=== spi_txn_sequencer_flat ===
spi_txn_sequencer_flat/layer_met1.png
Scale: 3 px per um. Supply wires on this layer in gray.
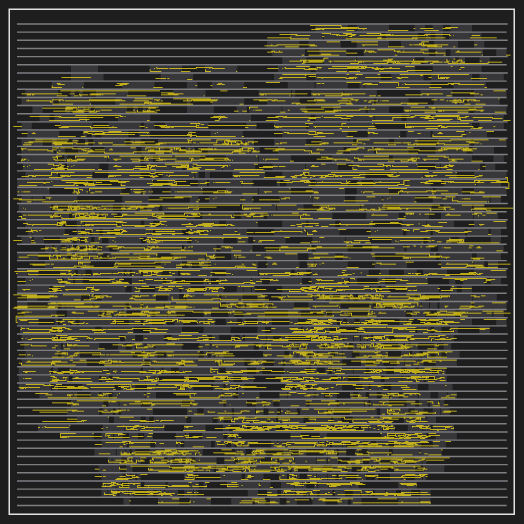

<file path="src/rtl/spi_txn_sequencer_if.sv">
`default_nettype none
// ============================================================================
// Module      : spi_txn_sequencer_if
// Description : Handshake bundle between the transaction sequencer and the
//               downstream SPI controller (spi_module).
// Revision    : 1.0 - initial release
// ============================================================================
interface spi_txn_sequencer_if #(
    parameter int WORD_SEND_LEN = 8,
    parameter int WORD_RCV_LEN  = 8
);
    logic                     spi_process_next_word;
    logic [WORD_SEND_LEN-1:0] spi_data_word_send;
    logic [4:0]               spi_num_word_send;
    logic [4:0]               spi_num_word_rcv;
    logic                     spi_ready;
    logic                     spi_word_done;
    logic [WORD_RCV_LEN-1:0]  spi_data_word_rcv;
    logic                     spi_transaction_done;

    modport master (
        output spi_process_next_word,
        output spi_data_word_send,
        output spi_num_word_send,
        output spi_num_word_rcv,
        input  spi_ready,
        input  spi_word_done,
        input  spi_data_word_rcv,
        input  spi_transaction_done
    );

    modport slave (
        input  spi_process_next_word,
        input  spi_data_word_send,
        input  spi_num_word_send,
        input  spi_num_word_rcv,
        output spi_ready,
        output spi_word_done,
        output spi_data_word_rcv,
        output spi_transaction_done
    );
endinterface
`default_nettype wire

</file>
<file path="src/rtl/spi_txn_sequencer.sv">
`default_nettype none
// ============================================================================
// Module      : spi_txn_sequencer
// Description : Buffers host TX words, feeds them to the SPI controller one
//               word per handshake, captures RX words and reports done/error.
// Revision    : 1.0 - initial release
// ============================================================================
module spi_txn_sequencer #(
    parameter int WORD_SEND_LEN  = 8,
    parameter int WORD_RCV_LEN   = 8,
    parameter int DEPTH          = 16,
    parameter int TIMEOUT_CYCLES = 65535
) (
    input  wire logic                     clk,
    input  wire logic                     rst,
    input  wire logic                     tx_wr_en,
    input  wire logic [4:0]               tx_wr_addr,
    input  wire logic [WORD_SEND_LEN-1:0] tx_wr_data,
    input  wire logic [4:0]               num_send,
    input  wire logic [4:0]               num_rcv,
    input  wire logic                     start,
    input  wire logic [4:0]               rx_rd_addr,
    output logic      [WORD_RCV_LEN-1:0]  rx_rd_data,
    output logic                          busy,
    output logic                          done,
    output logic                          error,
    spi_txn_sequencer_if.master           spi
);

    localparam int              AW         = (DEPTH > 1) ? $clog2(DEPTH) : 1;
    localparam int              ENTRIES    = 1 << AW;
    localparam int              CW         = (TIMEOUT_CYCLES > 1) ? $clog2(TIMEOUT_CYCLES) : 1;
    localparam logic [5:0]      c_depth    = 6'(DEPTH);
    localparam logic            c_tmo_en   = (TIMEOUT_CYCLES > 0);
    localparam logic [CW-1:0]   c_tmo_last = CW'((TIMEOUT_CYCLES > 0) ? TIMEOUT_CYCLES - 1 : 0);

    typedef enum logic [1:0] {
        S_IDLE        = 2'd0,
        S_ISSUE       = 2'd1,
        S_WAIT_WORD   = 2'd2,
        S_WAIT_FINISH = 2'd3
    } state_t;

    state_t                   r_state;
    state_t                   w_state_nxt;
    logic [4:0]               r_tx_idx, w_tx_idx_nxt;
    logic [4:0]               r_rx_idx, w_rx_idx_nxt;
    logic [4:0]               r_num_send, w_num_send_nxt;
    logic [4:0]               r_num_rcv, w_num_rcv_nxt;
    logic                     r_done, w_done_nxt;
    logic                     r_error, w_error_nxt;
    logic                     r_pnw, w_pnw_nxt;
    logic                     w_rx_we;
    logic [WORD_SEND_LEN-1:0] r_data_send;
    logic [WORD_SEND_LEN-1:0] w_tx_word;
    logic [WORD_RCV_LEN-1:0]  r_rx_rd_data;
    logic [WORD_RCV_LEN-1:0]  w_rx_word;
    logic                     r_wd_q;
    logic                     w_word_cpl;
    logic [CW-1:0]            r_tmo_cnt;
    logic                     w_tmo_hit;
    logic                     w_tmo_clr;
    logic [5:0]               w_total;
    logic [5:0]               w_req_total;

    logic [WORD_SEND_LEN-1:0] r_tx_mem [0:ENTRIES-1];
    logic [WORD_RCV_LEN-1:0]  r_rx_mem [0:ENTRIES-1];

    // A word_done level held high across several cycles counts as one completion.
    assign w_word_cpl  = spi.spi_word_done & ~r_wd_q;
    assign w_total     = {1'b0, r_num_send} + {1'b0, r_num_rcv};
    assign w_req_total = {1'b0, num_send} + {1'b0, num_rcv};
    assign w_tmo_hit   = c_tmo_en && (r_tmo_cnt == c_tmo_last);
    assign w_tmo_clr   = (r_state == S_IDLE) || (w_state_nxt != r_state) || w_word_cpl;

    always_comb begin
        w_state_nxt    = r_state;
        w_tx_idx_nxt   = r_tx_idx;
        w_rx_idx_nxt   = r_rx_idx;
        w_num_send_nxt = r_num_send;
        w_num_rcv_nxt  = r_num_rcv;
        w_done_nxt     = 1'b0;
        w_error_nxt    = r_error;
        w_pnw_nxt      = 1'b0;
        w_rx_we        = 1'b0;

        case (r_state)
            S_IDLE: begin
                if (start) begin
                    w_num_send_nxt = num_send;
                    w_num_rcv_nxt  = num_rcv;
                    w_tx_idx_nxt   = 5'd0;
                    w_rx_idx_nxt   = 5'd0;
                    w_error_nxt    = 1'b0;
                    if ((w_req_total == 6'd0) || ({1'b0, num_send} > c_depth) ||
                        ({1'b0, num_rcv} > c_depth)) begin
                        w_done_nxt  = 1'b1;
                        w_error_nxt = ({1'b0, num_send} > c_depth) || ({1'b0, num_rcv} > c_depth);
                    end else begin
                        w_state_nxt = S_ISSUE;
                    end
                end
            end
            S_ISSUE: begin
                if (spi.spi_ready) begin
                    w_pnw_nxt   = 1'b1;
                    w_state_nxt = S_WAIT_WORD;
                end
            end
            S_WAIT_WORD: begin
                if (w_word_cpl) begin
                    if (r_tx_idx < r_num_send) begin
                        w_tx_idx_nxt = r_tx_idx + 5'd1;
                    end else begin
                        w_rx_we      = 1'b1;
                        w_rx_idx_nxt = r_rx_idx + 5'd1;
                    end
                    if (({1'b0, w_tx_idx_nxt} + {1'b0, w_rx_idx_nxt}) == w_total)
                        w_state_nxt = S_WAIT_FINISH;
                    else
                        w_state_nxt = S_ISSUE;
                end
            end
            default: begin
            end
        endcase

        // Early finish from the controller or a stalled handshake ends any active state.
        if (r_state != S_IDLE) begin
            if (spi.spi_transaction_done) begin
                w_state_nxt = S_IDLE;
                w_done_nxt  = 1'b1;
                w_pnw_nxt   = 1'b0;
            end else if (w_tmo_hit && (w_state_nxt == r_state) && !w_word_cpl) begin
                w_state_nxt = S_IDLE;
                w_done_nxt  = 1'b1;
                w_error_nxt = 1'b1;
                w_pnw_nxt   = 1'b0;
            end
        end
    end

    assign w_tx_word = ({1'b0, w_tx_idx_nxt} < c_depth) ? r_tx_mem[w_tx_idx_nxt[AW-1:0]] : '0;
    assign w_rx_word = ({1'b0, rx_rd_addr} < c_depth) ? r_rx_mem[rx_rd_addr[AW-1:0]] : '0;

    always_ff @(posedge clk) begin
        if (!rst) begin
            r_state      <= S_IDLE;
            r_tx_idx     <= 5'd0;
            r_rx_idx     <= 5'd0;
            r_num_send   <= 5'd0;
            r_num_rcv    <= 5'd0;
            r_done       <= 1'b0;
            r_error      <= 1'b0;
            r_pnw        <= 1'b0;
            r_data_send  <= '0;
            r_rx_rd_data <= '0;
            r_wd_q       <= 1'b0;
            r_tmo_cnt    <= '0;
        end else begin
            r_state      <= w_state_nxt;
            r_tx_idx     <= w_tx_idx_nxt;
            r_rx_idx     <= w_rx_idx_nxt;
            r_num_send   <= w_num_send_nxt;
            r_num_rcv    <= w_num_rcv_nxt;
            r_done       <= w_done_nxt;
            r_error      <= w_error_nxt;
            r_pnw        <= w_pnw_nxt;
            r_rx_rd_data <= w_rx_word;
            r_wd_q       <= spi.spi_word_done;
            r_tmo_cnt    <= w_tmo_clr ? '0 : r_tmo_cnt + CW'(1);
            if (w_state_nxt != S_IDLE)
                r_data_send <= w_tx_word;
        end
    end

    // Buffers are not reset; TX writes are locked out while a transaction runs.
    always_ff @(posedge clk) begin
        if (rst && tx_wr_en && (r_state == S_IDLE) && ({1'b0, tx_wr_addr} < c_depth))
            r_tx_mem[tx_wr_addr[AW-1:0]] <= tx_wr_data;
        if (rst && w_rx_we)
            r_rx_mem[r_rx_idx[AW-1:0]] <= spi.spi_data_word_rcv;
    end

    assign busy                      = (r_state != S_IDLE);
    assign done                      = r_done;
    assign error                     = r_error;
    assign rx_rd_data                = r_rx_rd_data;
    assign spi.spi_process_next_word = r_pnw;
    assign spi.spi_data_word_send    = r_data_send;
    assign spi.spi_num_word_send     = r_num_send;
    assign spi.spi_num_word_rcv      = r_num_rcv;

endmodule
`default_nettype wire

</file>
<file path="src/flat_wrapper.sv">
// flat-port wrapper written by rule: the top's interface ports become plain ports
module spi_txn_sequencer_flat 
#(
    parameter int WORD_SEND_LEN  = 8,
    parameter int WORD_RCV_LEN   = 8,
    parameter int DEPTH          = 16,
    parameter int TIMEOUT_CYCLES = 65535
)
  (clk, rst, tx_wr_en, tx_wr_addr, tx_wr_data, num_send, num_rcv, start, rx_rd_addr, rx_rd_data, busy, done, error, spi_spi_process_next_word, spi_spi_data_word_send, spi_spi_num_word_send, spi_spi_num_word_rcv, spi_spi_ready, spi_spi_word_done, spi_spi_data_word_rcv, spi_spi_transaction_done);
  spi_txn_sequencer_if #(.WORD_SEND_LEN(WORD_SEND_LEN), .WORD_RCV_LEN(WORD_RCV_LEN)) spi_i ();
  input  wire logic clk;
  input  wire logic rst;
  input  wire logic tx_wr_en;
  input  wire logic [4:0] tx_wr_addr;
  input  wire logic [WORD_SEND_LEN-1:0] tx_wr_data;
  input  wire logic [4:0] num_send;
  input  wire logic [4:0] num_rcv;
  input  wire logic start;
  input  wire logic [4:0] rx_rd_addr;
  output logic      [WORD_RCV_LEN-1:0] rx_rd_data;
  output logic busy;
  output logic done;
  output logic error;
  output wire logic [$bits(spi_i.spi_process_next_word)-1:0] spi_spi_process_next_word;
  output wire logic [$bits(spi_i.spi_data_word_send)-1:0] spi_spi_data_word_send;
  output wire logic [$bits(spi_i.spi_num_word_send)-1:0] spi_spi_num_word_send;
  output wire logic [$bits(spi_i.spi_num_word_rcv)-1:0] spi_spi_num_word_rcv;
  input wire logic [$bits(spi_i.spi_ready)-1:0] spi_spi_ready;
  input wire logic [$bits(spi_i.spi_word_done)-1:0] spi_spi_word_done;
  input wire logic [$bits(spi_i.spi_data_word_rcv)-1:0] spi_spi_data_word_rcv;
  input wire logic [$bits(spi_i.spi_transaction_done)-1:0] spi_spi_transaction_done;
  assign spi_spi_process_next_word = spi_i.spi_process_next_word;
  assign spi_spi_data_word_send = spi_i.spi_data_word_send;
  assign spi_spi_num_word_send = spi_i.spi_num_word_send;
  assign spi_spi_num_word_rcv = spi_i.spi_num_word_rcv;
  assign spi_i.spi_ready = spi_spi_ready;
  assign spi_i.spi_word_done = spi_spi_word_done;
  assign spi_i.spi_data_word_rcv = spi_spi_data_word_rcv;
  assign spi_i.spi_transaction_done = spi_spi_transaction_done;
  spi_txn_sequencer #(.WORD_SEND_LEN(WORD_SEND_LEN), .WORD_RCV_LEN(WORD_RCV_LEN), .DEPTH(DEPTH), .TIMEOUT_CYCLES(TIMEOUT_CYCLES)) u_core (.clk(clk), .rst(rst), .tx_wr_en(tx_wr_en), .tx_wr_addr(tx_wr_addr), .tx_wr_data(tx_wr_data), .num_send(num_send), .num_rcv(num_rcv), .start(start), .rx_rd_addr(rx_rd_addr), .rx_rd_data(rx_rd_data), .busy(busy), .done(done), .error(error), .spi(spi_i));
endmodule
</file>
<file path="config.mk">
export PLATFORM = sky130hd
export DESIGN_NAME = spi_txn_sequencer_flat
export DESIGN_NICKNAME = d
export VERILOG_FILES = /design/src/rtl/spi_txn_sequencer_if.sv /design/src/rtl/spi_txn_sequencer.sv /design/src/flat_wrapper.sv
export SDC_FILE = /design/constraint.sdc
export NUM_CORES = 1
export LEC_CHECK = 0
export CORE_MARGIN = 2
export CORE_UTILIZATION = 50
export DETAILED_ROUTE_END_ITERATION = 16
export HOLD_SLACK_MARGIN = 0.15
export PLACE_DENSITY = 0.68
export SLEW_MARGIN = 20
export SYNTH_ARGS = -nofsm -noshare
export SYNTH_HDL_FRONTEND = slang
export SYNTH_SLANG_ARGS = --single-unit
</file>
<file path="constraint.sdc">
create_clock -name clk -period 3.3 [get_ports clk]
set_input_delay 0.99 -clock clk [delete_from_list [all_inputs] [get_ports clk]]
set_output_delay 0.99 -clock clk [all_outputs]
set_load 0.03 [all_outputs]
</file>
=== psram_rd_arb ===
`src/rtl/psram_rd_arb.sv`:
```
// Two-requester round-robin read arbiter in front of a single-burst PSRAM controller.
// Owns the address phase, routes data-beat strobes to the granted requester, and abandons silent bursts.
module psram_rd_arb #(
    parameter int BURST_BEATS = 4,
    parameter int TIMEOUT     = 1023
) (
    input  logic        clk,
    input  logic        reset_n,
    input  logic        psram_ready,

    input  logic [24:0] m0_araddr,
    input  logic        m0_arvalid,
    output logic        m0_arready,
    output logic        m0_rvalid,

    input  logic [24:0] m1_araddr,
    input  logic        m1_arvalid,
    output logic        m1_arready,
    output logic        m1_rvalid,

    output logic [24:0] s_araddr,
    output logic        s_arvalid,
    input  logic        s_arready,
    input  logic        s_rvalid,

    output logic        grant_id,
    output logic        busy,
    output logic        err_stray,
    output logic        err_timeout
);

    typedef enum logic [1:0] {
        IDLE,
        ADDR,
        DATA
    } state_t;

    localparam logic [7:0]  LAST_BEAT  = 8'(BURST_BEATS - 1);
    localparam logic [15:0] WDOG_LIMIT = 16'(TIMEOUT - 1);

    state_t      state;
    logic        last_grant;
    logic [7:0]  beat_cnt;
    logic [15:0] wdog;

    logic any_req;
    logic winner;

    // On a tie the requester that did not own the previous burst wins.
    assign any_req = m0_arvalid | m1_arvalid;
    assign winner  = (m0_arvalid & m1_arvalid) ? ~last_grant : m1_arvalid;

    // Handshake and beat routing are combinational so beats reach the owner with zero latency.
    assign m0_arready = (state == ADDR) & s_arready & ~grant_id;
    assign m1_arready = (state == ADDR) & s_arready &  grant_id;
    assign m0_rvalid  = (state == DATA) & s_rvalid  & ~grant_id;
    assign m1_rvalid  = (state == DATA) & s_rvalid  &  grant_id;

    always_ff @(posedge clk) begin
        if (!reset_n) begin
            state       <= IDLE;
            s_araddr    <= '0;
            s_arvalid   <= 1'b0;
            grant_id    <= 1'b0;
            last_grant  <= 1'b1;
            busy        <= 1'b0;
            err_stray   <= 1'b0;
            err_timeout <= 1'b0;
            beat_cnt    <= '0;
            wdog        <= '0;
        end else begin
            // NOTE: error flags default low every cycle so each assertion below is a single-cycle pulse.
            err_stray   <= 1'b0;
            err_timeout <= 1'b0;

            unique case (state)
                IDLE: begin
                    err_stray <= s_rvalid;
                    if (psram_ready && any_req) begin
                        state     <= ADDR;
                        grant_id  <= winner;
                        s_araddr  <= winner ? m1_araddr : m0_araddr;
                        s_arvalid <= 1'b1;
                        busy      <= 1'b1;
                    end
                end

                ADDR: begin
                    if (s_arready) begin
                        state      <= DATA;
                        s_arvalid  <= 1'b0;
                        beat_cnt   <= '0;
                        wdog       <= '0;
                        last_grant <= grant_id;
                    end
                end

                DATA: begin
                    if (s_rvalid) begin
                        beat_cnt <= beat_cnt + 8'd1;
                        wdog     <= '0;
                        if (beat_cnt == LAST_BEAT) begin
                            state <= IDLE;
                            busy  <= 1'b0;
                        end
                    end else begin
                        wdog <= wdog + 16'd1;
                        // Silent for TIMEOUT cycles: give the bus up so the other requester is not starved.
                        if (wdog == WDOG_LIMIT) begin
                            state       <= IDLE;
                            busy        <= 1'b0;
                            err_timeout <= 1'b1;
                        end
                    end
                end

                default: begin
                    state <= IDLE;
                    busy  <= 1'b0;
                end
            endcase
        end
    end

endmodule
```
`config.mk`:
```
export PLATFORM = sky130hd
export DESIGN_NAME = psram_rd_arb
export DESIGN_NICKNAME = d
export VERILOG_FILES = /design/src/rtl/psram_rd_arb.sv
export SDC_FILE = /design/constraint.sdc
export NUM_CORES = 1
export LEC_CHECK = 0
export CAP_MARGIN = 30
export CORE_MARGIN = 3
export CORE_UTILIZATION = 49
export DETAILED_ROUTE_END_ITERATION = 10
export GPL_TIMING_DRIVEN = 1
export HOLD_SLACK_MARGIN = 0.08
export PLACE_DENSITY = 0.94
export SYNTH_ARGS = -nofsm -noshare
export SYNTH_HDL_FRONTEND = slang
export SYNTH_SLANG_ARGS = --single-unit
```
`constraint.sdc`:
```
create_clock -name clk -period 2.6 [get_ports clk]
set_input_delay 0.26 -clock clk [delete_from_list [all_inputs] [get_ports clk]]
set_output_delay 0.26 -clock clk [all_outputs]
set_load 0.03 [all_outputs]
```

## Gallery

Cell density map.
image #1
Scale: 2 px per um. The die is cut into 17 by 17 equal tiles; dark blue is low, red is high, 0 to 100% covered.
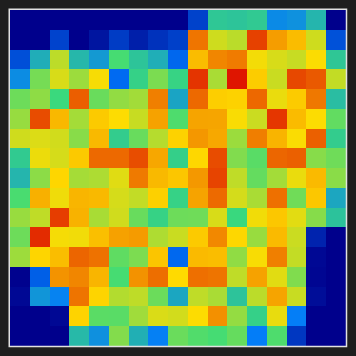
image #2
Scale: 4 px per um. The die is cut into 8 by 8 equal tiles; dark blue is low, red is high, 0 to 100% covered.
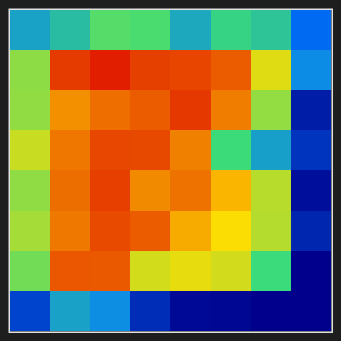
- spi_txn_sequencer_flat = image #1
- psram_rd_arb = image #2
Of these, largest die: image #1
Of these, highest utilization: image #2

psram_rd_arb/io_fan.png
Scale: 4 px per um.
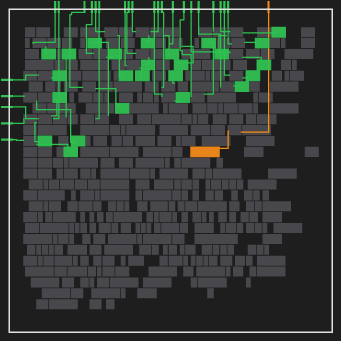
Orange shows `err_stray`, bits 1, direction output, end cells 1, buffers 1, wire 43.7 um. Green shows `m1_araddr`, bits 25, direction input, end cells 25, buffers 25, wire 523 um.

psram_rd_arb/sizes.png
Scale: 4 px per um.
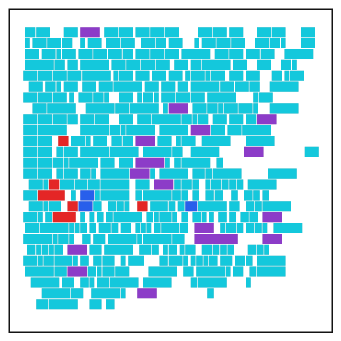
Cyan shows _0 and _1 cells, cells 371, share 94%. Blue shows _2 cells, cells 3, share 0.76%. Red shows _3 and _4 cells, cells 6, share 1.5%. Purple shows _6 and larger, cells 16, share 4.0%.

==> Slide: Implementation Results, psram_rd_arb <==
Run Summary

Place
  – Final HPWL DP: approximately 5.5 mm
  – Placed Area: 3650 sq um
  – Setup slack after placement: 418 ps

Yosys
  – Cell taking the most area after synthesis: sky130_fd_sc_hd__dfxtp_1
  – Synthesized flop and latch total: about 57
  – Fraction of synthesis flops using an asynchronous set or reset pin: 0
  – Synth Area in Adders: 0.0139
  – Cell total in the yosys stat output: 308
  – Syn Std Cell Area: 2710 sq um

Setup path
  – Maximum fanout count along the critical path: 13
  – Critical Path Start Type: flop
  – CP max stage cell: sky130_fd_sc_hd__clkdlybuf4s50_1
  – Kind of cell with the highest combined delay on the critical path: buffers and inverters

Layout
  – Net count reported at finish: 451
  – Fraction of layout instances using a drive strength above 1: 0.0631
  – Synthesis-to-layout area growth: 43.1%

Route
  – Detailed Routing Iterations Pass 1: 5
  – Detailed-route wire length per cell: 17.2 um
  – Average via count per standard cell: 5.91
  – DRC viols: 0
  – Final ANT Viol Nets: 0

CTS
  – Clock tree root buffer cell: sky130_fd_sc_hd__clkbuf_8
  – TritonCTS clock tree: built
  – Count of buffers added by post-CTS timing repair for setup: 0
  – Clock latency on the worst-skew pair: 340 ps
  – Clock slew at reported path FFs: 60 ps
  – Number of sinks on the clock net: 57

Die
  – Number of placement rows: 26
  – Core Util at FP: 0.517
  – Width of the chip: roughly 80 um
  – Placeable core region: 5240 sq um

Final timing
  – Highest achievable clock rate: 403 MHz
  – Final worst-path setup slack: 120 ps
  – Worst clock skew: between 5 and 6 ps
  – Hold violation total from the final report: 0

Global routing
  – Total track usage: 0.255

Status
  – Outcome: completed

Power and ir drop
  – Leakage power total: 0.00142 uW
  – Total internal power: 1710 uW

Worst hold path
  – Worst Hold Class: reg -> reg

Flow run
  – Total tool warning count: 27
==> psram_rd_arb: sequential cells by signal (all words and copies together) (netlist names) <==
name	count
err_timeout	1
last_grant	1
err_stray	1
grant_id	1
s_araddr	25
state	2
beat_cnt	8
s_arvalid	1
busy	1
wdog	16
==> psram_rd_arb: layer usage <==
layer,track usage,up-vias,routed length [um]
met4,0.130,0,304
met2,0.424,133,4080
met3,0.0807,34,552
li1,-,1301,-
met5,0,-,0
met1,0.292,1286,3100
==> psram_rd_arb: cell type report <==
cell class | count | area [sq um]
inverters | 4 | 15.0
multi-input cells | 224 | 1460
fillers | 360 | 1360
clock inverters | 1 | 30.0
clock buffers | 15 | 196
repair buffers | 95 | 951
flip-flops and latches | 57 | 1140
well taps | 70 | 87.6
==> psram_rd_arb: power groups by stage <==
stage                     logic, uW  registers (uW)  clock network, uW
final                           462             957                920
after global routing            491             963                969
after CTS                       462             956                930
after detailed placement        457             973                  0
after global placement          444             970                  0
after floorplan                 159            1050                  0
==> psram_rd_arb: tightest hold or removal path, stage by stage, from the launching register on <==
cell	delay, ps
sky130_fd_sc_hd__dfxtp_1	330
sky130_fd_sc_hd__inv_1	60
sky130_fd_sc_hd__o21ai_1	60
spi_txn_sequencer_flat/io_fan.png
Scale: 2 px per um.
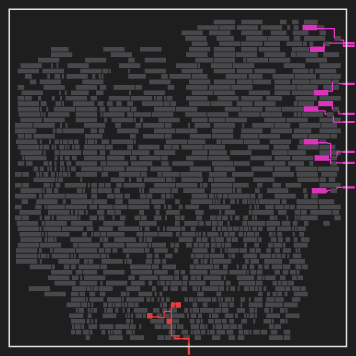
Magenta shows `rx_rd_data`, bits 8, direction output, end cells 8, buffers 8, wire 95.4 um. Red shows `spi_spi_transaction_done`, bits 1, direction input, end cells 4, buffers 1, wire 50.3 um.

About spi_txn_sequencer_flat/layer_met1.png:
The layer holds 44% of the routed length. 1092 nets have wire on it. The longest straight run is 43.2 um. The wires run mostly horizontal.

==> Slide: Implementation Results, spi_txn_sequencer_flat <==
Run Summary

Setup path
  – CP max stage cell: sky130_fd_sc_hd__dfxtp_1
  – Setup crit start: u_core.r_tx_idx[4]$_SDFF_PN0_
  – Crit path cell chain: ha_4 -> nand4_1 -> o221ai_4 -> nand4_1 -> xnor2_2 -> ha_4 -> buf_6 -> a21o_1 -> a2111oi_2 -> o21bai_1 -> mux2i_1 -> buf_4 -> a211oi_4 -> buf_6 -> and3_4 -> a31o_1
  – Data arrival time of the critical path: 3950 ps
  – Endpoint class of the critical path: flop
  – FF-to-FF End: u_core.spi.spi_data_word_send[7]$_SDFFE_PN0P_

CTS
  – Count of buffers added by post-CTS timing repair for setup: 5
  – Hold-fix buffers, CTS: 0

Yosys
  – Cell count after synthesis: 916
  – Synth Area in Adders: 0.0278
  – Sequential fraction of the synthesis area: 0.659
  – Cell total in the yosys stat output: 916
  – Net count after synthesis: roughly 990

Layout
  – Area-dominant cell class after layout: registers
  – Non-clock buffering overhead: 0.102
  – Repair and plain buffers: 184
  – Comb area share: 0.273
  – Most used cells in the layout excluding fill and tap cells: sky130_fd_sc_hd__edfxtp_1, sky130_fd_sc_hd__nand2_1, sky130_fd_sc_hd__buf_4

Die
  – Width of the chip: 168 um
  – Number of placement rows: just under 60

Final timing
  – Number of endpoints failing setup at the final stage: 24
  – Final Critical Period: 3520 ps
  – Hold violation total from the final report: 0
  – Final worst-path setup slack: -217 ps
  – Final Cycle Share: 1.07
  – Setup TNS: -4130 ps
  – Slew of the pin with the lowest slew margin: 726 ps

Status
  – Violations in the final reports: negative setup slack
  – Outcome: finished with violations

Route
  – Average via count per standard cell: approximately 5.7
  – Detailed Route WL: 28.0 mm
  – Final ANT Viol Nets: 0

Global routing
  – Pin count of the biggest net entering global routing: around 42

Power and ir drop
  – Ratio of total power to cell area: 501 nW/um^2
## spi_txn_sequencer_flat: metal layers
| layer | global-route usage | wire length (um) | vias to the layer above |
|---|---|---|---|
| met2 | 0.334 | 13600 | 236 |
| met4 | 0.0431 | 444 | 0 |
| met3 | 0.0273 | 1520 | 32 |
| li1 | - | - | 3865 |
| met1 | 0.285 | 12500 | 4080 |
| met5 | 0 | 0 | - |
## spi_txn_sequencer_flat: synth_stat cells (all sizes together) (10+ instances only)
cell type / count
inv: 18
a22oi: 10
dfxtp: 58
edfxtp: 256
buf: 29
and2: 11
nor2: 62
clkbuf: 17
nand3: 11
nand2: 108
a21boi: 11
xor2: 11
a21oi: 37
mux2i: 25
a221oi: 14
a211o: 12
mux4: 40
nor2b: 18
xnor2: 20
a32oi: 12
ha: 25
## spi_txn_sequencer_flat: power by group through the flow
stage | logic (uW) | clock network, uW | registers, uW
2_1_floorplan | 233 | 0 | 4450
3_3_place_gp | 519 | 0 | 4410
3_5_place_dp | 529 | 0 | 4410
4_1_cts | 551 | 3470 | 4320
5_1_grt | 597 | 3640 | 4330
6_report | 553 | 3410 | 4330

=== accumulator_reg ===
accumulator_reg/placement.png
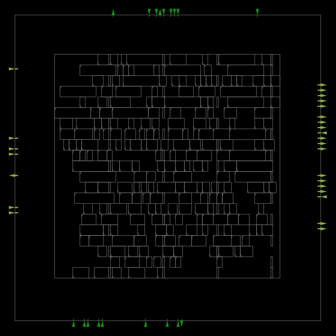

`config.mk`:
```
export PLATFORM = sky130hd
export DESIGN_NAME = accumulator_reg
export DESIGN_NICKNAME = d
export VERILOG_FILES = /design/src/rtl/accumulator_reg.sv
export SDC_FILE = /design/constraint.sdc
export NUM_CORES = 1
export LEC_CHECK = 0
export CORE_MARGIN = 10
export CORE_UTILIZATION = 55
export DETAILED_ROUTE_END_ITERATION = 12
export DONT_BUFFER_PORTS = 1
export GPL_TIMING_DRIVEN = 0
export HOLD_SLACK_MARGIN = 0.05
export PLACE_DENSITY = 0.74
export SLEW_MARGIN = 10
export SYNTH_ARGS = -nofsm -noshare
export SYNTH_HDL_FRONTEND = slang
export SYNTH_SLANG_ARGS = --single-unit
```
`constraint.sdc`:
```
create_clock -name clk -period 3.2 [get_ports clk]
set_input_delay 0.64 -clock clk [delete_from_list [all_inputs] [get_ports clk]]
set_output_delay 0.64 -clock clk [all_outputs]
set_load 0.005 [all_outputs]
```
`src/rtl/accumulator_reg.sv`:
```
`default_nettype none
// ============================================================================
//  Module      : accumulator_reg
//  Description : Parametrised A register between the shared bus and the ALU.
//                Full, lower-half and upper-half bus loads, clear, increment,
//                decrement, and a multi-cycle shift/rotate by a programmable
//                amount with a Busy/Done handshake. Supplies Zero/Neg/Carry
//                status to the controller.
//  Revision    : 1.0 - initial release
// ============================================================================
module accumulator_reg #(
    parameter  int WIDTH = 8,
    localparam int HALF  = WIDTH / 2,
    localparam int SHW   = $clog2(WIDTH)
) (
    input  logic             clk,
    input  logic             rst,        // asynchronous, active low
    input  logic [WIDTH-1:0] BusIn,
    input  logic             Ain,
    input  logic             ALowerIn,
    input  logic             AUpperIn,
    input  logic             AClr,
    input  logic             AInc,
    input  logic             ADec,
    input  logic             AShl,
    input  logic             AShr,
    input  logic             ARot,
    input  logic [SHW-1:0]   ShAmt,
    input  logic             Aout,
    output logic [WIDTH-1:0] BusOut,
    output logic [WIDTH-1:0] ALUIn,
    output logic             Zero,
    output logic             Neg,
    output logic             Carry,
    output logic             Busy,
    output logic             Done
);

    // An odd or tiny width makes the half loads meaningless; stop elaboration.
    generate
        if ((WIDTH < 4) || ((WIDTH % 2) != 0)) begin : g_badWidth
            $error("accumulator_reg: WIDTH must be even and at least 4");
        end
    endgenerate

    // ------------------------------------------------------------------------
    // Constants
    // ------------------------------------------------------------------------
    localparam logic [WIDTH:0] c_ONE_EXT = (WIDTH + 1)'(1);
    localparam logic [SHW-1:0] c_CNT_ONE = SHW'(1);

    // IDLE command decode, already resolved to the single winning command
    localparam logic [2:0] c_CMD_NONE  = 3'd0;
    localparam logic [2:0] c_CMD_CLR   = 3'd1;
    localparam logic [2:0] c_CMD_LOAD  = 3'd2;
    localparam logic [2:0] c_CMD_LOWER = 3'd3;
    localparam logic [2:0] c_CMD_UPPER = 3'd4;
    localparam logic [2:0] c_CMD_INC   = 3'd5;
    localparam logic [2:0] c_CMD_DEC   = 3'd6;
    localparam logic [2:0] c_CMD_SHIFT = 3'd7;

    typedef enum logic [1:0] {
        S_IDLE  = 2'd0,
        S_SHIFT = 2'd1,
        S_DONE  = 2'd2
    } state_t;

    // ------------------------------------------------------------------------
    // State
    // ------------------------------------------------------------------------
    state_t           r_state;
    logic [WIDTH-1:0] r_accum;
    logic             r_carry;
    logic             r_busy;
    logic             r_done;
    logic [SHW-1:0]   r_count;     // shift steps still to perform
    logic             r_dirLeft;   // direction latched at shift start
    logic             r_rotate;    // rotate/shift mode latched at shift start

    // ------------------------------------------------------------------------
    // Combinational helpers
    // ------------------------------------------------------------------------
    logic [2:0]       w_cmd;
    logic [WIDTH:0]   w_incSum;    // {wrap, A+1}
    logic [WIDTH:0]   w_decDiff;   // {borrow, A-1}
    logic [WIDTH-1:0] w_lowerLoad;
    logic [WIDTH-1:0] w_upperLoad;
    logic             w_leftFill;
    logic             w_rightFill;

    assign w_incSum    = {1'b0, r_accum} + c_ONE_EXT;
    assign w_decDiff   = {1'b0, r_accum} - c_ONE_EXT;
    assign w_lowerLoad = {r_accum[WIDTH-1:HALF], BusIn[HALF-1:0]};
    assign w_upperLoad = {BusIn[HALF-1:0], r_accum[HALF-1:0]};
    // A rotate feeds the departing bit back in; a logical shift fills zero.
    assign w_leftFill  = r_rotate & r_accum[WIDTH-1];
    assign w_rightFill = r_rotate & r_accum[0];

    // Resolve simultaneous commands to the single highest-priority one.
    // Both half loads together behave exactly like a full load.
    always_comb begin
        w_cmd = c_CMD_NONE;
        if (AClr) begin
            w_cmd = c_CMD_CLR;
        end else if (Ain || (ALowerIn && AUpperIn)) begin
            w_cmd = c_CMD_LOAD;
        end else if (ALowerIn) begin
            w_cmd = c_CMD_LOWER;
        end else if (AUpperIn) begin
            w_cmd = c_CMD_UPPER;
        end else if (AInc) begin
            w_cmd = c_CMD_INC;
        end else if (ADec) begin
            w_cmd = c_CMD_DEC;
        end else if (AShl || AShr) begin
            w_cmd = c_CMD_SHIFT;
        end
    end

    // Register, carry and handshake sequencing across IDLE/SHIFT/DONE.
    always_ff @(posedge clk or negedge rst) begin
        if (!rst) begin
            r_state   <= S_IDLE;
            r_accum   <= '0;
            r_carry   <= 1'b0;
            r_busy    <= 1'b0;
            r_done    <= 1'b0;
            r_count   <= '0;
            r_dirLeft <= 1'b0;
            r_rotate  <= 1'b0;
        end else begin
            case (r_state)
                S_IDLE: begin
                    r_busy <= 1'b0;
                    r_done <= 1'b0;
                    case (w_cmd)
                        c_CMD_CLR: begin
                            r_accum <= '0;
                            r_carry <= 1'b0;
                        end
                        c_CMD_LOAD: begin
                            r_accum <= BusIn;
                        end
                        c_CMD_LOWER: begin
                            r_accum <= w_lowerLoad;
                        end
                        c_CMD_UPPER: begin
                            r_accum <= w_upperLoad;
                        end
                        c_CMD_INC: begin
                            {r_carry, r_accum} <= w_incSum;
                        end
                        c_CMD_DEC: begin
                            {r_carry, r_accum} <= w_decDiff;
                        end
                        c_CMD_SHIFT: begin
                            if (ShAmt == '0) begin
                                // Nothing to move: acknowledge straight away.
                                r_state <= S_DONE;
                                r_done  <= 1'b1;
                            end else begin
                                r_count   <= ShAmt;
                                r_dirLeft <= AShl;   // left wins a tie
                                r_rotate  <= ARot;
                                r_busy    <= 1'b1;
                                r_state   <= S_SHIFT;
                            end
                        end
                        default: begin
                        end
                    endcase
                end

                S_SHIFT: begin
                    // One bit position per clock; Carry catches the bit leaving.
                    if (r_dirLeft) begin
                        {r_carry, r_accum} <= {r_accum, w_leftFill};
                    end else begin
                        {r_accum, r_carry} <= {w_rightFill, r_accum};
                    end
                    r_count <= r_count - c_CNT_ONE;
                    if (r_count == c_CNT_ONE) begin
                        r_state <= S_DONE;
                        r_busy  <= 1'b0;
                        r_done  <= 1'b1;
                    end
                end

                S_DONE: begin
                    // Single-cycle completion pulse; commands are ignored here.
                    r_done  <= 1'b0;
                    r_busy  <= 1'b0;
                    r_state <= S_IDLE;
                end

                default: begin
                    r_busy  <= 1'b0;
                    r_done  <= 1'b0;
                    r_state <= S_IDLE;
                end
            endcase
        end
    end

    // ------------------------------------------------------------------------
    // Outputs: status and data views follow A in every state
    // ------------------------------------------------------------------------
    assign BusOut = Aout ? r_accum : '0;
    assign ALUIn  = r_accum;
    assign Zero   = (r_accum == '0);
    assign Neg    = r_accum[WIDTH-1];
    assign Carry  = r_carry;
    assign Busy   = r_busy;
    assign Done   = r_done;

endmodule
`default_nettype wire

```
=== act_feeder ===
===== src/rtl/act_feeder_pkg.sv =====
// Shared widths and helpers for the activation feeder.
// ARRAYWIDTH and DATASIZE mirror the array-wide geometry used by input_buffer.
package act_feeder_pkg;

    localparam int unsigned ARRAYWIDTH = 4;
    localparam int unsigned DATASIZE   = 8;
    localparam int unsigned ACT_W      = ARRAYWIDTH * DATASIZE;

    // Counter width for a terminal value; at least one bit so ROWS=1 still elaborates.
    function automatic int unsigned cnt_width(input int unsigned terminal);
        return (terminal > 0) ? $clog2(terminal + 1) : 1;
    endfunction

endpackage


===== src/rtl/act_feeder_tile_counter.sv =====
// Saturating tile counter: counts enabled cycles up to Terminal and flags the last value.
// Holds at Terminal instead of wrapping so a tile never re-enters count zero.
module act_feeder_tile_counter
    import act_feeder_pkg::*;
#(
    parameter int unsigned Terminal = 3
) (
    input  logic clk_i,
    input  logic rst_ni,
    input  logic clr_i,
    input  logic en_i,
    output logic last_o
);

    localparam int unsigned Width = cnt_width(Terminal);

    logic [Width-1:0] cnt_d, cnt_q;

    assign last_o = (cnt_q == Width'(Terminal));

    always_comb begin
        cnt_d = cnt_q;
        if (clr_i) begin
            cnt_d = '0;
        end else if (en_i && !last_o) begin
            cnt_d = cnt_q + 1'b1;
        end
    end

    always_ff @(posedge clk_i or negedge rst_ni) begin
        if (!rst_ni) begin
            cnt_q <= '0;
        end else begin
            cnt_q <= cnt_d;
        end
    end

endmodule


===== src/rtl/act_feeder.sv =====
// Tile sequencer in front of input_buffer: loads ROWS activation rows from a valid/ready
// stream, then drives out_en for ROWS+ARRAYWIDTH-1 unstalled cycles to drain the skew.
module act_feeder
    import act_feeder_pkg::*;
#(
    parameter int unsigned ROWS = 4
) (
    input  logic             clk,
    input  logic             rst,
    input  logic             start,
    input  logic             hold,
    input  logic             s_valid,
    output logic             s_ready,
    input  logic [ACT_W-1:0] s_data,
    output logic             load_en,
    output logic             out_en,
    output logic [ACT_W-1:0] in_act,
    output logic             busy,
    output logic             done
);

    localparam int unsigned DRAIN_CYCLES = ROWS + ARRAYWIDTH - 1;

    typedef enum logic [2:0] {StIdle, StLoad, StSettle, StDrain, StDone} state_e;

    state_e           state_d, state_q;
    logic             load_en_d, load_en_q;
    logic [ACT_W-1:0] in_act_d, in_act_q;
    logic             row_inc, row_last, drain_last;

    assign row_inc = (state_q == StLoad) && s_valid;
    assign busy    = (state_q != StIdle);
    assign load_en = load_en_q;
    assign in_act  = in_act_q;

    act_feeder_tile_counter #(
        .Terminal (ROWS - 1)
    ) u_row_cnt (
        .clk_i  (clk),
        .rst_ni (rst),
        .clr_i  (state_q == StIdle),
        .en_i   (row_inc),
        .last_o (row_last)
    );

    act_feeder_tile_counter #(
        .Terminal (DRAIN_CYCLES - 1)
    ) u_drain_cnt (
        .clk_i  (clk),
        .rst_ni (rst),
        .clr_i  (state_q == StSettle),
        .en_i   (out_en),
        .last_o (drain_last)
    );

    always_comb begin
        state_d   = state_q;
        s_ready   = 1'b0;
        out_en    = 1'b0;
        done      = 1'b0;
        load_en_d = 1'b0;
        in_act_d  = in_act_q;
        unique case (state_q)
            StIdle: begin
                if (start) state_d = StLoad;
            end
            StLoad: begin
                s_ready = 1'b1;
                if (s_valid) begin
                    load_en_d = 1'b1;
                    in_act_d  = s_data;
                    if (row_last) state_d = StSettle;
                end
            end
            StSettle: begin
                state_d = StDrain;
            end
            StDrain: begin
                // Stall is combinational so the array sees it in the same cycle.
                out_en = !hold;
                if (!hold && drain_last) state_d = StDone;
            end
            StDone: begin
                done    = 1'b1;
                state_d = StIdle;
            end
            default: state_d = StIdle;
        endcase
    end

    always_ff @(posedge clk or negedge rst) begin
        if (!rst) begin
            state_q   <= StIdle;
            load_en_q <= 1'b0;
            in_act_q  <= '0;
        end else begin
            state_q   <= state_d;
            load_en_q <= load_en_d;
            in_act_q  <= in_act_d;
        end
    end

endmodule


===== config.mk =====
export PLATFORM = sky130hd
export DESIGN_NAME = act_feeder
export DESIGN_NICKNAME = d
export VERILOG_FILES = /design/src/rtl/act_feeder_pkg.sv /design/src/rtl/act_feeder_tile_counter.sv /design/src/rtl/act_feeder.sv
export SDC_FILE = /design/constraint.sdc
export NUM_CORES = 1
export LEC_CHECK = 0
export ABC_CLOCK_PERIOD_IN_PS = 2450
export CORE_MARGIN = 4
export CORE_UTILIZATION = 40
export CTS_BUF_LIST = sky130_fd_sc_hd__clkbuf_8
export DETAILED_ROUTE_END_ITERATION = 8
export PLACE_DENSITY = 0.74
export SLEW_MARGIN = 40
export SYNTH_ARGS = -nofsm -noshare
export SYNTH_HDL_FRONTEND = slang
export SYNTH_HIERARCHICAL = 1
export SYNTH_SLANG_ARGS = --single-unit

===== constraint.sdc =====
create_clock -name clk -period 2.45 [get_ports clk]
set_clock_uncertainty 0.05 [all_clocks]
set_input_delay 0.3675 -clock clk [delete_from_list [all_inputs] [get_ports clk]]
set_output_delay 0.3675 -clock clk [all_outputs]
set_load 0.01 [all_outputs]

=== result_formatter ===
--- src/rtl/result_formatter.sv ---
// Signed result -> sign-magnitude formatter for the 7-segment driver, with valid/ready on both sides.
// Define RESULT_FORMATTER_DECIMAL_EN to build the double-dabble BCD converter and decimal overflow check.
module result_formatter #(
  parameter int DATA_WIDTH = 16
) (
  input  logic                  clk,
  input  logic                  rst_n,
  input  logic [DATA_WIDTH-1:0] i_result,
  input  logic                  i_error,
  input  logic                  i_valid,
  output logic                  o_ready,
  output logic [DATA_WIDTH-1:0] o_data,
  output logic                  o_error,
  output logic                  o_data_is_neg,
  output logic                  o_valid,
  input  logic                  i_ready
);

  typedef enum logic [1:0] {IDLE, ABS, CONVERT, OUTPUT} state_t;

  state_t                state_q;
  logic [DATA_WIDTH-1:0] result_q;
  logic                  error_in_q;
  logic [DATA_WIDTH-1:0] data_q;
  logic                  error_q;
  logic                  neg_q;
  logic                  valid_q;

  logic                  neg_d;
  logic [DATA_WIDTH-1:0] mag_d;

  // The most negative input has no positive counterpart; its magnitude wraps to itself.
  assign neg_d = result_q[DATA_WIDTH-1];
  assign mag_d = neg_d ? (~result_q + DATA_WIDTH'(1)) : result_q;

`ifdef RESULT_FORMATTER_DECIMAL_EN
  localparam int NDIG = DATA_WIDTH / 4;
  localparam int CW   = $clog2(DATA_WIDTH);

  function automatic logic [DATA_WIDTH-1:0] max_decimal();
    logic [DATA_WIDTH-1:0] p;
    p = DATA_WIDTH'(1);
    for (int k = 0; k < NDIG; k++) p = p * DATA_WIDTH'(10);
    return p - DATA_WIDTH'(1);
  endfunction

  localparam logic [DATA_WIDTH-1:0] MAX_DEC = max_decimal();

  logic [DATA_WIDTH-1:0] bin_q, bcd_q;
  logic [DATA_WIDTH-1:0] bin_d, bcd_d, bcd_adj;
  logic [CW-1:0]         iter_q;

  for (genvar gi = 0; gi < NDIG; gi++) begin : g_adj
    assign bcd_adj[4*gi +: 4] = (bcd_q[4*gi +: 4] >= 4'd5) ? bcd_q[4*gi +: 4] + 4'd3
                                                           : bcd_q[4*gi +: 4];
  end

  assign bcd_d = {bcd_adj[DATA_WIDTH-2:0], bin_q[DATA_WIDTH-1]};
  assign bin_d = {bin_q[DATA_WIDTH-2:0], 1'b0};
`endif

  always_ff @(posedge clk) begin
    if (!rst_n) begin
      state_q    <= IDLE;
      result_q   <= '0;
      error_in_q <= 1'b0;
      data_q     <= '0;
      error_q    <= 1'b0;
      neg_q      <= 1'b0;
      valid_q    <= 1'b0;
`ifdef RESULT_FORMATTER_DECIMAL_EN
      bin_q      <= '0;
      bcd_q      <= '0;
      iter_q     <= '0;
`endif
    end else begin
      case (state_q)
        IDLE: begin
          if (i_valid) begin
            result_q   <= i_result;
            error_in_q <= i_error;
            state_q    <= ABS;
          end
        end
        ABS: begin
          if (error_in_q) begin
            data_q  <= '0;
            error_q <= 1'b1;
            neg_q   <= 1'b0;
            valid_q <= 1'b1;
            state_q <= OUTPUT;
          end else begin
`ifdef RESULT_FORMATTER_DECIMAL_EN
            if (mag_d > MAX_DEC) begin
              data_q  <= '0;
              error_q <= 1'b1;
              neg_q   <= 1'b0;
              valid_q <= 1'b1;
              state_q <= OUTPUT;
            end else begin
              error_q <= 1'b0;
              neg_q   <= neg_d && (mag_d != '0);
              bin_q   <= mag_d;
              bcd_q   <= '0;
              iter_q  <= '0;
              state_q <= CONVERT;
            end
`else
            data_q  <= mag_d;
            error_q <= 1'b0;
            neg_q   <= neg_d && (mag_d != '0);
            valid_q <= 1'b1;
            state_q <= OUTPUT;
`endif
          end
        end
`ifdef RESULT_FORMATTER_DECIMAL_EN
        CONVERT: begin
          bin_q  <= bin_d;
          bcd_q  <= bcd_d;
          iter_q <= iter_q + CW'(1);
          if (iter_q == CW'(DATA_WIDTH - 1)) begin
            data_q  <= bcd_d;
            valid_q <= 1'b1;
            state_q <= OUTPUT;
          end
        end
`endif
        OUTPUT: begin
          if (i_ready) begin
            valid_q <= 1'b0;
            state_q <= IDLE;
          end
        end
        default: state_q <= IDLE;
      endcase
    end
  end

  assign o_ready       = rst_n && (state_q == IDLE);
  assign o_data        = data_q;
  assign o_error       = error_q;
  assign o_data_is_neg = neg_q;
  assign o_valid       = valid_q;

endmodule

--- config.mk ---
export PLATFORM = sky130hd
export DESIGN_NAME = result_formatter
export DESIGN_NICKNAME = d
export VERILOG_FILES = /design/src/rtl/result_formatter.sv
export SDC_FILE = /design/constraint.sdc
export NUM_CORES = 1
export LEC_CHECK = 0
export ABC_AREA = 1
export CORE_ASPECT_RATIO = 0.9
export CORE_MARGIN = 2
export CORE_UTILIZATION = 40
export DETAILED_ROUTE_END_ITERATION = 10
export PLACE_DENSITY = 0.68
export SLEW_MARGIN = 30
export SYNTH_ARGS = -nofsm -noshare
export SYNTH_HDL_FRONTEND = slang
export SYNTH_SLANG_ARGS = --single-unit
--- constraint.sdc ---
create_clock -name clk -period 1.4 [get_ports clk]
set_input_delay 0.28 -clock clk [delete_from_list [all_inputs] [get_ports clk]]
set_output_delay 0.28 -clock clk [all_outputs]
set_load 0.05 [all_outputs]
act_feeder/placement.png
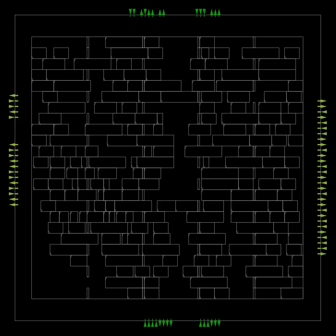
well-tap cell count: 52
placeable core region: 4410 sq um
# fillers: 338
flip-flop and latch share of the layout cell area: 0.380

act_feeder/io_fan.png
Scale: 4 px per um.
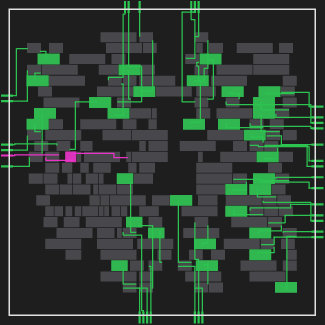
Magenta shows `busy`, bits 1, direction output, end cells 1, buffers 1, wire 34.0 um. Green shows `s_data`, bits 32, direction input, end cells 32, buffers 32, wire 794 um.

==> Slide: Implementation Results, act_feeder <==
Run Summary

Global routing
  – Pin count of the biggest net entering global routing: about 42
  – Total global routing overflow: 0

Die
  – Die Height: 76.2 um
  – Core Util at FP: 0.421

Setup path
  – Data arrival time of the critical path: 1720 ps
  – R2R cell count: 3
  – Sum of buffers and inverters on the critical path: 1
  – Worst Path Class, Setup: reg -> out
  – CP required: 2030 ps
  – Worst setup slack for register-to-register paths: 740 ps

Status
  – Outcome: completed

Route
  – Final ANT Viol Nets: 0
  – Number of design-rule violations left by the first detailed-router iteration: 45
  – Detailed Routing Iterations Pass 1: 4
  – Top layer used by detailed routing: met4
  – Average via count per standard cell: 4.83

Layout
  – Most used cells in the layout excluding fill and tap cells: sky130_fd_sc_hd__clkdlybuf4s50_1, sky130_fd_sc_hd__dfrtp_1, sky130_fd_sc_hd__mux2_4
  – Layout clock buffers: 5
  – Footprint of the flip-flops and latches: approximately 1000 sq um
  – Area taken by multi-input logic gates: between 700 and 800 sq um
  – Sequential cells: 41
  – Area-dominant cell class after layout: registers
  – Top logic cell by instance count in the layout: sky130_fd_sc_hd__clkdlybuf4s50_1

Power and ir drop
  – Maximum resistive drop on vdd: 0.000498 V
  – Combinational Power: approximately 1700 uW
  – Part of the power in combinational logic: 0.507
  – Flip-flop and latch power: 1210 uW

Yosys
  – Syn Std Cell Area: roughly 1900 sq um
  – Top_reg_cell synth: sky130_fd_sc_hd__dfrtp_1
  – Sequential fraction of the synthesis area: 0.552
  – Cell count after synthesis: 115
  – Number of enable flip-flop cells: 0

CTS
  – Count of buffers added by post-CTS timing repair for setup: 0

Final timing
  – Highest achievable clock rate: 468 MHz
  – Hold violation total from the final report: 0
  – Final Cycle Share: 0.871

Place
  – Total instance count after detailed placement: roughly 240
-- act_feeder: cell families after synthesis --
| family | after synthesis | share of synthesized area |
|---|---|---|
| flip-flops | 41 | 0.552 |
| multiplexers | 35 | 0.271 |
| AND/OR/NAND/NOR | 24 | 0.0916 |
| buffers and inverters | 7 | 0.0444 |
| AND-OR/OR-AND | 5 | 0.0209 |
| adder cells (fa/ha/maj) | 3 | 0.0202 |
-- act_feeder: cell usage after synthesis (2+ instances only) --
| cell | n | area (sq um) |
|---|---|---|
| sky130_fd_sc_hd__dfrtp_1 | 41 | 1030 |
| sky130_fd_sc_hd__mux2_4 | 29 | 435 |
| sky130_fd_sc_hd__nor2_1 | 6 | 22.5 |
| sky130_fd_sc_hd__mux2_2 | 4 | 45.0 |
| sky130_fd_sc_hd__buf_12 | 3 | 60.1 |
| sky130_fd_sc_hd__ha_1 | 3 | 37.5 |
| sky130_fd_sc_hd__inv_1 | 3 | 11.3 |
| sky130_fd_sc_hd__nor2b_1 | 3 | 18.8 |
| sky130_fd_sc_hd__and2_1 | 2 | 12.5 |
| sky130_fd_sc_hd__mux2_1 | 2 | 22.5 |
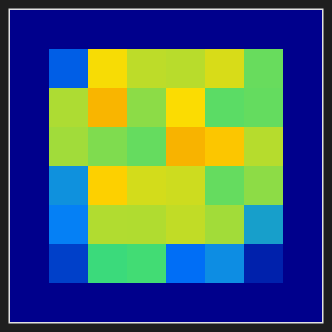
accumulator_reg/cell_density.png
Scale: 4 px per um. The die is cut into 8 by 8 equal tiles; dark blue is low, red is high, 0 to 100% covered.
The fullest tile reaches 80%. 44% of the tiles are nearly empty. The densest ninth of the die: center. The emptiest ninth of the die: lower right. 6.2% of the tiles are over 75% full. The mean over all tiles is 31%.

accumulator_reg/layer_met1.png
Scale: 8 px per um. Supply wires on this layer in gray.
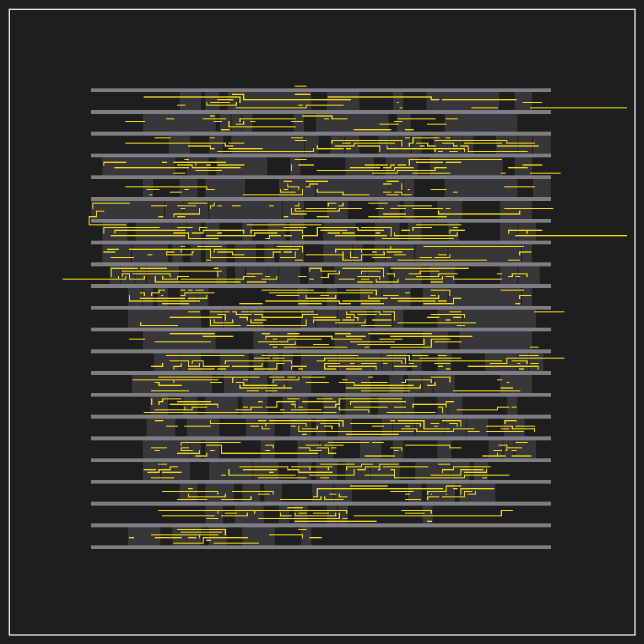
The layer holds 39% of the routed length. The wires run mostly horizontal. 235 nets have wire on it. The layer carries 2160 um of wire. The longest straight run is 23.9 um.

Notes on accumulator_reg/placement.png above:
# fillers: 318
flip-flop and latch share of the layout cell area: 0.230
well-tap cell count: 46
Post-Route Utilization: 0.595
placeable core region: 3280 sq um

==> Slide: Implementation Results, accumulator_reg <==
Run Summary

Status
  – Outcome: completed

Final timing
  – Final Critical Period: ~2500 ps
  – Number of endpoints failing setup at the final stage: 0
  – Worst clock skew: 1.10 ps

Yosys
  – Most used standard cells in the synthesized netlist: sky130_fd_sc_hd__nand2_1, sky130_fd_sc_hd__nor2_1, sky130_fd_sc_hd__dfrtp_1, sky130_fd_sc_hd__and2_1
  – Top cell type's share of synthesized area: 0.243
  – Sequential fraction of the synthesis area: 0.243
  – Fraction of synthesis flops using an asynchronous set or reset pin: 1.00
  – Main kind of combinational logic by area: AND-OR/OR-AND gates
  – Syn Std Cell Area: 1850 sq um
  – Cell count after synthesis: between 200 and 250
  – Cell total in the yosys stat output: roughly 230

Global routing
  – Pin count of the biggest net entering global routing: 19
  – Met1 Track Usage GR: 0.221
  – Total track usage: 0.178

Power and ir drop
  – Part of the power in combinational logic: 0.619
  – Combinational Power: roughly 900 uW
  – Ratio of total power to cell area: 740 nW/um^2
  – Total internal power: 739 uW
  – Sequential fraction of design power: 0.281

CTS
  – Clock tree root buffer cell: sky130_fd_sc_hd__clkbuf_4
  – Count of buffers added by post-CTS timing repair for setup: 0
  – TritonCTS buffer count: 3
  – H-tree levels: 1

Place
  – Total instance count after detailed placement: ~270

Setup path
  – Worst setup path end: Zero
  – CP Depth: 4

Route
  – Average via count per standard cell: 6.50
  – Detailed Routing Iterations Pass 1: 4

Flow run
  – Total tool warning count: 29

Die
  – Width of the chip: approximately 78 um
accumulator_reg: worst reg2reg max path, stage by stage (launching register included):
cell	delay [ps]
sky130_fd_sc_hd__dfrtp_1	430
sky130_fd_sc_hd__buf_6	160
sky130_fd_sc_hd__or4_4	530
sky130_fd_sc_hd__or4_1	500
sky130_fd_sc_hd__a211oi_1	230
sky130_fd_sc_hd__o21a_1	140
sky130_fd_sc_hd__o21ai_1	110
sky130_fd_sc_hd__a31oi_1	210
accumulator_reg: flip-flops by register name, summed over array words and instances (netlist names):
signal     count
r_dirLeft      1
r_count        3
r_rotate       1
ALUIn          8
Done           1
Busy           1
r_state        2
Carry          1
accumulator_reg: area by class of cell:
cell class | instances | area, sq um | area share
Timing Repair Buffer | 1 | 10.0 | 0.00512
Clock buffer | 4 | 36.3 | 0.0186
Tap cell | 46 | 57.6 | 0.0294
Multi-Input combinational cell | 190 | 1270 | 0.651
Buffer | 14 | 92.6 | 0.0473
Sequential cell | 18 | 450 | 0.230
Inverter | 6 | 36.3 | 0.0186
result_formatter/placement.png
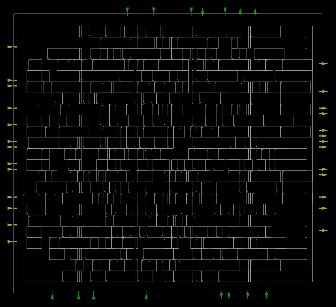
placeable core region: 4430 sq um
non-filler instance count after layout: 419

result_formatter/layer_met1.png
Scale: 8 px per um. Supply wires on this layer in gray.
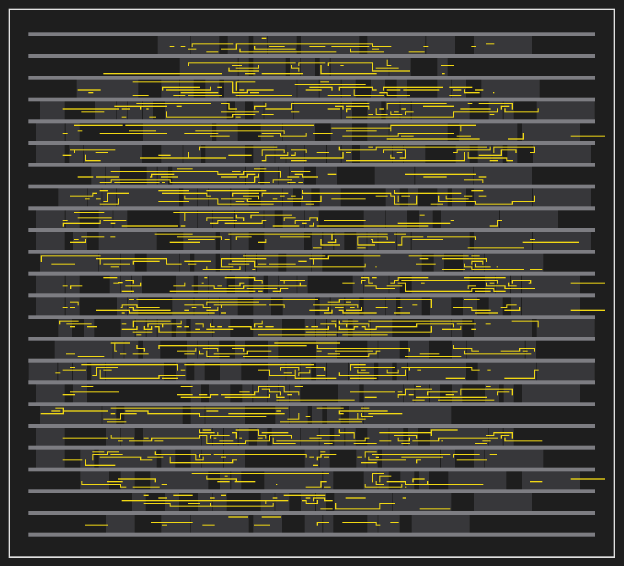
The layer carries 2370 um of wire. 345 nets have wire on it. The layer holds 50% of the routed length.

==> Slide: Implementation Results, result_formatter <==
Run Summary

Status
  – Outcome: finished with violations
  – Violations in the final reports: negative setup slack

CTS
  – H-tree levels: 2
  – Clock slew at reported path FFs: ~80 ps
  – Hold-fix buffers, CTS: 0
  – Count of buffers added by post-CTS timing repair for setup: 1

Worst hold path
  – Worst min-delay path startpoint: result_q[14]$_SDFFE_PN0P_

Flow run
  – Total tool warning count: 28

Layout
  – Net count reported at finish: 378
  – Synthesis-to-layout area growth: 64.0%
  – Most used cells in the layout excluding fill and tap cells: sky130_fd_sc_hd__nand2_1, sky130_fd_sc_hd__buf_4, sky130_fd_sc_hd__a21oi_1
  – Top logic cell by instance count in the layout: sky130_fd_sc_hd__nand2_1

Setup path
  – Sum of buffers and inverters on the critical path: 2
  – CP max stage cell: sky130_fd_sc_hd__dfxtp_4

Final timing
  – Slew of the pin with the lowest slew margin: 216 ps
  – Final worst-path setup slack: -122 ps
  – Number of endpoints failing setup at the final stage: 3
  – Worst clock skew: just over 10 ps
  – Setup TNS: -223 ps

Yosys
  – Fraction of synthesis flops using an asynchronous set or reset pin: 0
  – Number of enable flip-flop cells: 0
  – Top cell type's share of synthesized area: 0.414
  – Mean instance size in the synthesized netlist: 6.61 sq um
  – Fraction of synthesized cell area in xor and xnor cells: 0.00477
  – Cell total in the yosys stat output: ~280

Route
  – Detailed Routing Iterations Pass 1: 4
[result_formatter: path summary, 6_finish.rpt]
check                                                   to  slack (ps)  cells past startpoint
worst max-delay path            o_data_is_neg$_SDFFE_PN0P_        -120                     13
worst min-delay path             result_q[14]$_SDFFE_PN0P_         500                      2
worst max register to register  o_data_is_neg$_SDFFE_PN0P_        -120                     13
worst min register to register   result_q[14]$_SDFFE_PN0P_         500                      2
[result_formatter: per-layer routing]
layer	track usage	vias to the layer above	wire length (um)
met1	0.284	876	2370
li1	-	1053	-
met2	0.311	39	2100
met3	0.0501	6	190
met5	0	-	0
met4	0.0570	0	52
[result_formatter: final cells by class]
class / count / area share
well taps: 62 / 0.0257
clock inverters: 3 / 0.0133
repair buffers: 83 / 0.313
inverters: 29 / 0.0369
multi-input cells: 199 / 0.333
flip-flops and latches: 38 / 0.255
clock buffers: 5 / 0.0228
[result_formatter: tightest hold or removal path: stages (launching register included)]
cell	delay, ps
sky130_fd_sc_hd__dfxtp_1	310
sky130_fd_sc_hd__inv_1	90
sky130_fd_sc_hd__a21oi_1	60
[result_formatter: power breakdown]
group          internal, uW  leakage [uW]  switching, uW
Clock                   524     0.0000579            401
Sequential             1170      0.000314           88.7
Combinational           538      0.000933            578


==> gallery <==
Cells by drive strength.
Plate I
Scale: 4 px per um.
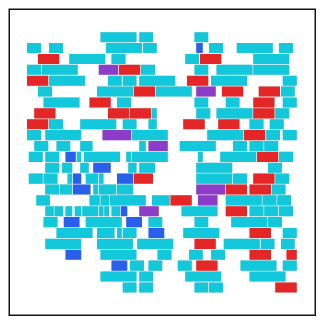
Plate II
Scale: 4 px per um.
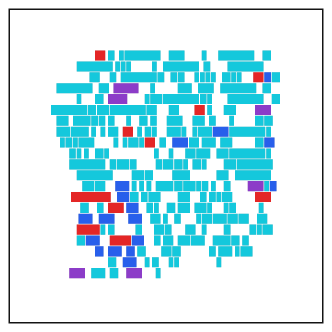
Plate III
Scale: 4 px per um.
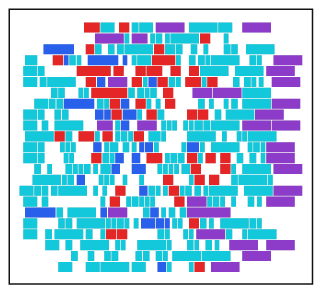
Plate IV
Scale: 2 px per um.
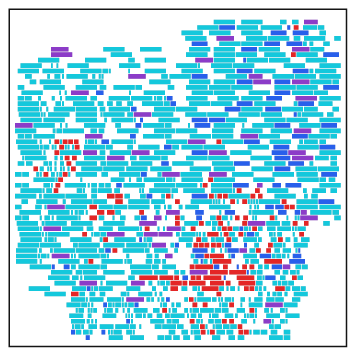
Of these, largest die: Plate IV
Of these, most cells: Plate IV
result_formatter is Plate III.
accumulator_reg is Plate II.
act_feeder is Plate I.
spi_txn_sequencer_flat is Plate IV.

Power is estimated from default activity; no workload was simulated.
